######## design 1 ########
Fig. 1: design 1, wiring heat map
Scale: 2 px per µm. 37 x 38 tiles, from black (low) to pale yellow (high), scaled to the fullest tile. Values are wire area over tile area, all layers added.
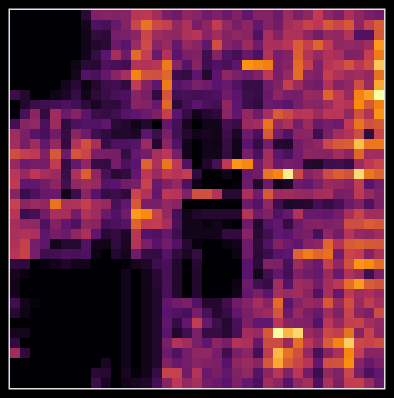

$ cat src/rtl/mux_project_ctrl.sv
// mux_project_ctrl
//   Selects one of NUM_PROJ wrapped user projects on the shared tile-mux
//   fabric. It drives that project's enable, broadcasts the packed input word
//   to every wrapper, and returns the selected wrapper's output word. Each
//   change of selection runs a reset handover: the old project is quiesced in
//   reset, then the new project is enabled and held in reset.
//
// Ports
//   clk, rst_n   controller clock / asynchronous active-low reset
//   sel_addr     project address, sampled only together with sel_load
//   sel_load     single-cycle switch request (ignored while sel_busy)
//   sel_busy     handover in progress (QUIESCE or SWITCH)
//   sel_active   selected project running (ACTIVE)
//   sel_err      sticky: an out-of-range address was loaded
//   cur_addr     address of the currently enabled project
//   user_rst_n   pad reset, forwarded to the project only while ACTIVE
//   ui_in/uio_in pad inputs, broadcast in iw_o
//   ena_o        one-hot (or zero) enable per wrapper
//   iw_o         {uio_in, ui_in, proj_rst_n, clk}
//   ow_i         all wrapper outputs, project k in [24k+23:24k]
//   ow_o         selected {uio_oe, uio_out, uo_out}, masked by state
module mux_project_ctrl #(
  parameter int NUM_PROJ       = 16,
  parameter int ADDR_W         = 4,
  parameter int RST_CYCLES     = 8,
  parameter int QUIESCE_CYCLES = 2
) (
  input  logic                   clk,
  input  logic                   rst_n,
  input  logic [ADDR_W-1:0]      sel_addr,
  input  logic                   sel_load,
  output logic                   sel_busy,
  output logic                   sel_active,
  output logic                   sel_err,
  output logic [ADDR_W-1:0]      cur_addr,
  input  logic                   user_rst_n,
  input  logic [7:0]             ui_in,
  input  logic [7:0]             uio_in,
  output logic [NUM_PROJ-1:0]    ena_o,
  output logic [17:0]            iw_o,
  input  logic [NUM_PROJ*24-1:0] ow_i,
  output logic [23:0]            ow_o
);

  typedef enum logic [1:0] {
    S_IDLE    = 2'd0,
    S_QUIESCE = 2'd1,
    S_SWITCH  = 2'd2,
    S_ACTIVE  = 2'd3
  } state_t;

  state_t              state_q, state_d;
  logic [7:0]          cnt_q, cnt_d;
  logic [ADDR_W-1:0]   pending_q, pending_d;
  logic [ADDR_W-1:0]   cur_addr_q, cur_addr_d;
  logic [NUM_PROJ-1:0] ena_q, ena_d;
  logic                err_q, err_d;
  // Set when the pending request was out of range: QUIESCE then ends in IDLE.
  logic                drop_q, drop_d;
  logic                proj_rst_n_q, proj_rst_n_d;
  logic                addr_ok;

  assign addr_ok = int'(sel_addr) < NUM_PROJ;

  function automatic logic [NUM_PROJ-1:0] one_hot(input logic [ADDR_W-1:0] a);
    logic [NUM_PROJ-1:0] v;
    v = '0;
    for (int i = 0; i < NUM_PROJ; i++) v[i] = (a == ADDR_W'(i));
    return v;
  endfunction

  always_comb begin
    // NOTE: every signal gets a default before the case so no path leaves it
    // unassigned; otherwise synthesis infers a latch.
    state_d    = state_q;
    cnt_d      = cnt_q;
    pending_d  = pending_q;
    cur_addr_d = cur_addr_q;
    ena_d      = ena_q;
    err_d      = err_q;
    drop_d     = drop_q;

    unique case (state_q)
      S_IDLE: begin
        if (sel_load) begin
          if (addr_ok) begin
            // Nothing is enabled, so there is no old project to quiesce.
            pending_d  = sel_addr;
            cur_addr_d = sel_addr;
            ena_d      = one_hot(sel_addr);
            cnt_d      = 8'(RST_CYCLES);
            err_d      = 1'b0;
            state_d    = S_SWITCH;
          end else begin
            err_d = 1'b1;
          end
        end
      end
      S_ACTIVE: begin
        if (sel_load) begin
          cnt_d   = 8'(QUIESCE_CYCLES);
          state_d = S_QUIESCE;
          if (addr_ok) begin
            pending_d = sel_addr;
            drop_d    = 1'b0;
            err_d     = 1'b0;
          end else begin
            drop_d = 1'b1;
            err_d  = 1'b1;
          end
        end
      end
      S_QUIESCE: begin
        // Counter is loaded with N on entry and the state is left on the edge
        // where it steps 1 -> 0, giving exactly N cycles in the state.
        cnt_d = cnt_q - 8'd1;
        if (cnt_q <= 8'd1) begin
          if (drop_q) begin
            ena_d   = '0;
            cnt_d   = 8'd0;
            drop_d  = 1'b0;
            state_d = S_IDLE;
          end else begin
            cur_addr_d = pending_q;
            ena_d      = one_hot(pending_q);
            cnt_d      = 8'(RST_CYCLES);
            state_d    = S_SWITCH;
          end
        end
      end
      S_SWITCH: begin
        cnt_d = cnt_q - 8'd1;
        if (cnt_q <= 8'd1) begin
          cnt_d   = 8'd0;
          state_d = S_ACTIVE;
        end
      end
      default: state_d = S_IDLE;
    endcase

    // Derived from the next state so the project reset is released on the
    // first ACTIVE cycle and asserted on the first handover cycle; ena_d only
    // ever changes on edges where this is 0.
    proj_rst_n_d = (state_d == S_ACTIVE) && user_rst_n;
  end

  // NOTE: state registers use non-blocking assignments so every flop samples
  // the pre-edge values regardless of statement order.
  always_ff @(posedge clk or negedge rst_n) begin
    if (!rst_n) begin
      state_q      <= S_IDLE;
      cnt_q        <= 8'd0;
      pending_q    <= '0;
      cur_addr_q   <= '0;
      ena_q        <= '0;
      err_q        <= 1'b0;
      drop_q       <= 1'b0;
      proj_rst_n_q <= 1'b0;
    end else begin
      state_q      <= state_d;
      cnt_q        <= cnt_d;
      pending_q    <= pending_d;
      cur_addr_q   <= cur_addr_d;
      ena_q        <= ena_d;
      err_q        <= err_d;
      drop_q       <= drop_d;
      proj_rst_n_q <= proj_rst_n_d;
    end
  end

  assign sel_busy   = (state_q == S_QUIESCE) || (state_q == S_SWITCH);
  assign sel_active = (state_q == S_ACTIVE);
  assign sel_err    = err_q;
  assign cur_addr   = cur_addr_q;
  assign ena_o      = ena_q;
  assign iw_o       = {uio_in, ui_in, proj_rst_n_q, clk};

  // cur_addr_q only ever holds a validated address, so the slice is in range.
  logic [23:0] ow_sel;
  assign ow_sel = ow_i[24*int'(cur_addr_q) +: 24];

  always_comb begin
    ow_o = 24'h0;
    unique case (state_q)
      S_ACTIVE:            ow_o = ow_sel;
      // uio_oe forced low so the pads stay inputs during a handover.
      S_QUIESCE, S_SWITCH: ow_o = {8'h00, ow_sel[15:0]};
      default:             ow_o = 24'h0;
    endcase
  end

endmodule

$ cat config.mk
export PLATFORM = sky130hd
export DESIGN_NAME = mux_project_ctrl
export DESIGN_NICKNAME = d
export VERILOG_FILES = /design/src/rtl/mux_project_ctrl.sv
export SDC_FILE = /design/constraint.sdc
export NUM_CORES = 1
export LEC_CHECK = 0
export CAP_MARGIN = 20
export CORE_AREA = 3 3 184 186
export CTS_CLUSTER_SIZE = 25
export DETAILED_ROUTE_END_ITERATION = 8
export DIE_AREA = 0 0 187 189
export GPL_TIMING_DRIVEN = 0
export PLACE_DENSITY_LB_ADDON = 0.12
export SLEW_MARGIN = 20
export SYNTH_ARGS = -nofsm -noshare
export SYNTH_HDL_FRONTEND = slang
export SYNTH_SLANG_ARGS = --single-unit
export TNS_END_PERCENT = 10
$ cat constraint.sdc
create_clock -name clk -period 2 [get_ports clk]
set_input_delay 0.2 -clock clk [delete_from_list [all_inputs] [get_ports clk]]
set_output_delay 0.2 -clock clk [all_outputs]
set_load 0.05 [all_outputs]
######## design 2 ########
==> src/rtl/l2_cache_control.sv <==
// L2 cache sequencing FSM: hit check, pseudo-LRU victim selection,
// dirty write-back, line allocation from pmem, and hit/miss statistics.
module l2_cache_control #(
    parameter int CNT_W = 16
) (
    input  logic             clk,
    input  logic             reset,
    input  logic             arb_read,
    input  logic             arb_write,
    output logic             arb_resp,
    input  logic [3:0]       hit,
    input  logic [3:0]       dirty,
    input  logic [2:0]       LRU_out,
    input  logic             pmem_resp,
    output logic             pmem_read,
    output logic             pmem_write,
    output logic             write_back_bit,
    output logic [1:0]       way_sel,
    output logic             load_data,
    output logic             data_sel,
    output logic             load_tag,
    output logic             set_valid,
    output logic             set_dirty,
    output logic             clear_dirty,
    output logic             lru_update,
    input  logic             clr_stats,
    output logic [CNT_W-1:0] hit_count,
    output logic [CNT_W-1:0] miss_count
);

    typedef enum logic [1:0] {
        IDLE       = 2'd0,
        WRITE_BACK = 2'd1,
        ALLOCATE   = 2'd2
    } state_t;

    state_t     state;
    state_t     state_next;
    logic [1:0] victim_way;
    logic       alloc_done;

    logic       req;
    logic       is_write;
    logic       any_hit;
    logic [1:0] hit_way;
    logic [1:0] lru_victim;
    logic       hit_det;
    logic       miss_det;
    logic       fill_done;

    // Counter increment that sticks at all-ones instead of wrapping.
    function automatic logic [CNT_W-1:0] sat_inc(input logic [CNT_W-1:0] v);
        return (&v) ? v : v + CNT_W'(1);
    endfunction

    assign req       = arb_read | arb_write;
    assign is_write  = arb_write;
    assign any_hit   = |hit;
    assign hit_det   = (state == IDLE) && req && any_hit;
    assign miss_det  = (state == IDLE) && req && !any_hit;
    assign fill_done = (state == ALLOCATE) && pmem_resp;

    // Lowest-numbered matching way wins when several tags report a hit.
    always_comb begin
        hit_way = 2'd0;
        if (hit[0])      hit_way = 2'd0;
        else if (hit[1]) hit_way = 2'd1;
        else if (hit[2]) hit_way = 2'd2;
        else if (hit[3]) hit_way = 2'd3;
    end

    // Pseudo-LRU tree decode: bit0 picks the half, bit1/bit2 the way within it.
    always_comb begin
        lru_victim = 2'd0;
        case (LRU_out)
            3'b000, 3'b100: lru_victim = 2'd0;
            3'b010, 3'b110: lru_victim = 2'd1;
            3'b001, 3'b011: lru_victim = 2'd2;
            default:        lru_victim = 2'd3;
        endcase
    end

    // State, latched victim, and the flag marking the cycle right after a fill.
    always_ff @(posedge clk) begin
        if (reset) begin
            state      <= IDLE;
            victim_way <= 2'd0;
            alloc_done <= 1'b0;
        end else begin
            state      <= state_next;
            alloc_done <= fill_done;
            if (miss_det) begin
                victim_way <= lru_victim;
            end
        end
    end

    // Next-state and Mealy strobe decode; every strobe defaults low.
    always_comb begin
        state_next     = state;
        arb_resp       = 1'b0;
        pmem_read      = 1'b0;
        pmem_write     = 1'b0;
        write_back_bit = 1'b0;
        way_sel        = 2'd0;
        load_data      = 1'b0;
        data_sel       = 1'b0;
        load_tag       = 1'b0;
        set_valid      = 1'b0;
        set_dirty      = 1'b0;
        clear_dirty    = 1'b0;
        lru_update     = 1'b0;
        case (state)
            IDLE: begin
                if (req) begin
                    if (any_hit) begin
                        arb_resp   = 1'b1;
                        lru_update = 1'b1;
                        way_sel    = hit_way;
                        if (is_write) begin
                            load_data = 1'b1;
                            set_dirty = 1'b1;
                        end
                    end else if (dirty[lru_victim]) begin
                        state_next = WRITE_BACK;
                    end else begin
                        state_next = ALLOCATE;
                    end
                end
            end
            WRITE_BACK: begin
                pmem_write     = 1'b1;
                write_back_bit = 1'b1;
                way_sel        = victim_way;
                if (pmem_resp) begin
                    clear_dirty = 1'b1;
                    state_next  = ALLOCATE;
                end
            end
            ALLOCATE: begin
                pmem_read = 1'b1;
                way_sel   = victim_way;
                if (pmem_resp) begin
                    load_data   = 1'b1;
                    data_sel    = 1'b1;
                    load_tag    = 1'b1;
                    set_valid   = 1'b1;
                    clear_dirty = 1'b1;
                    state_next  = IDLE;
                end
            end
            default: begin
                state_next = IDLE;
            end
        endcase
    end

    // Statistics: the re-check hit that follows a fill is not a real hit.
    always_ff @(posedge clk) begin
        if (reset || clr_stats) begin
            hit_count  <= '0;
            miss_count <= '0;
        end else begin
            if (hit_det && !alloc_done) begin
                hit_count <= sat_inc(hit_count);
            end
            if (miss_det) begin
                miss_count <= sat_inc(miss_count);
            end
        end
    end

endmodule

==> config.mk <==
export PLATFORM = sky130hd
export DESIGN_NAME = l2_cache_control
export DESIGN_NICKNAME = d
export VERILOG_FILES = /design/src/rtl/l2_cache_control.sv
export SDC_FILE = /design/constraint.sdc
export NUM_CORES = 1
export LEC_CHECK = 0
export CORE_ASPECT_RATIO = 0.7
export CORE_MARGIN = 4
export CORE_UTILIZATION = 50
export DETAILED_ROUTE_END_ITERATION = 6
export GPL_TIMING_DRIVEN = 0
export PLACE_DENSITY = 0.87
export REMOVE_ABC_BUFFERS = 1
export SYNTH_ARGS = -nofsm -noshare
export SYNTH_HDL_FRONTEND = slang
export SYNTH_SLANG_ARGS = --single-unit
==> constraint.sdc <==
create_clock -name clk -period 3.65 [get_ports clk]
set_input_delay 0.73 -clock clk [delete_from_list [all_inputs] [get_ports clk]]
set_output_delay 0.73 -clock clk [all_outputs]
set_load 0.01 [all_outputs]
Fig. 2: design 2, wiring heat map
Scale: 4 px per µm. 17 x 12 tiles, from black (low) to pale yellow (high), scaled to the fullest tile. Values are wire area over tile area, all layers added.
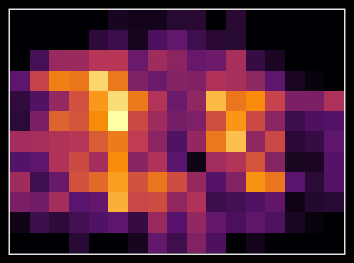
mean over tiles	0.15
emptiest ninth of the die	north-east
nearly empty tiles	18%
tiles over half the peak	20%
fullest tile	0.51

==> impl_metrics.tcl, design 2 <==
# yosys + openroad results
set metrics [dict create \
    status "finished, final reports clean" \
    drt-pass1-iter-count 4 \
    reg_top3 "hit_count: 16 flops, miss_count: 16 flops" \
    cts_setup_buffers 0 \
    ys_seq_share_pct 37.1 \
    top_layer_used "met4" \
    slew_viol_final 0 \
    n_antenna_cell 0 \
    grtUsageMet1_pct 22.6 \
    critPathCaptureType "primary output" \
    drt_wl_total_um 4740 \
    slowest_stage "or4_1" \
    met3_usage_pct 5.97 \
    async_reset_ff_share_pct 0 \
    instances_no_fill 344 \
    power_switching_w 0.000215 \
    met1_length_um 2110 \
]
Fig. 3: design 1, met3 routing
Scale: 2 px per µm.
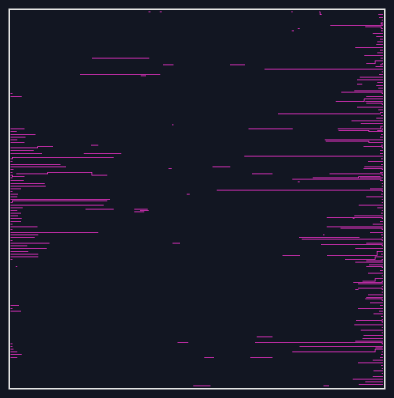
nets with wire on the layer	217
longest straight run	82.6 µm

Notes on Fig. 1 above:
mean over tiles	0.16
fullest tile	0.56
emptiest ninth of the die	south-west
nearly empty tiles	16%

==> impl_metrics.tcl, design 1 <==
# yosys + openroad results
set metrics [dict create \
    layout_top_cell "clkdlybuf4s50_1" \
    status "finished with violations" \
    cts.clk_slew.worst_paths_ns 0.06 \
    clk_share_pct 2.18 \
    worst_slack_ns -0.541 \
    mi_logic_area_um2 4500 \
    dr_wl_met2_um 18600 \
    comb.multi_input.count 311 \
    top_area_share_pct 42.1 \
    grt_pass1_vias 6418 \
    finalSetupViolCount 24 \
    swShare_pct 47.5 \
    final_cell_mix "clkdlybuf4s50_1 (425), mux4_2 (93), buf_4 (37)" \
    crit_cells 5 \
    drt_iter0_drc 132 \
    violations "negative setup slack" \
    power.group.top "combinational logic" \
    async_reset_ff_share_pct 100 \
    drtAntennaViolNets 0 \
    synth_cell_types 50 \
    p_comb_share_pct 82.6 \
    layout.nets 1300 \
    ff2ff_path_depth 7 \
    yosysMostFrequentCell "mux4_2" \
    synthXorXnorAreaFrac_pct 0.704 \
    peakVddDrop_v 0.000648 \
    antenna_found_initial 11 \
]

==> layout pictures side by side <==
Clock nets.
image #1
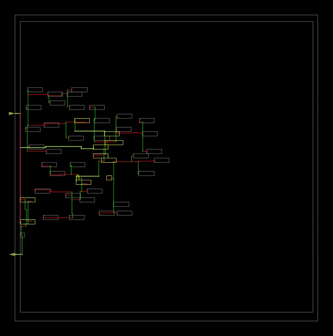
image #2
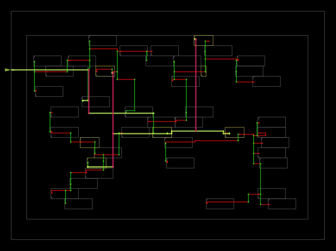
| from | picture |
|---|---|
| design 2 | image #2 |
| design 1 | image #1 |



==> layout pictures side by side <==
Drive-strength map.
picture 1
Scale: 6 px per µm.
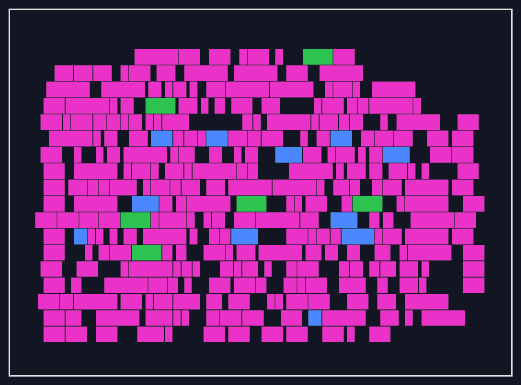
picture 2
Scale: 2 px per µm.
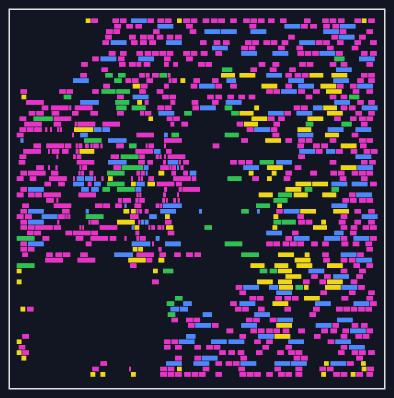
The one with the most cells is picture 2.
The one with the largest die is picture 2.
Picture 2 is design 1.
Picture 1 is design 2.

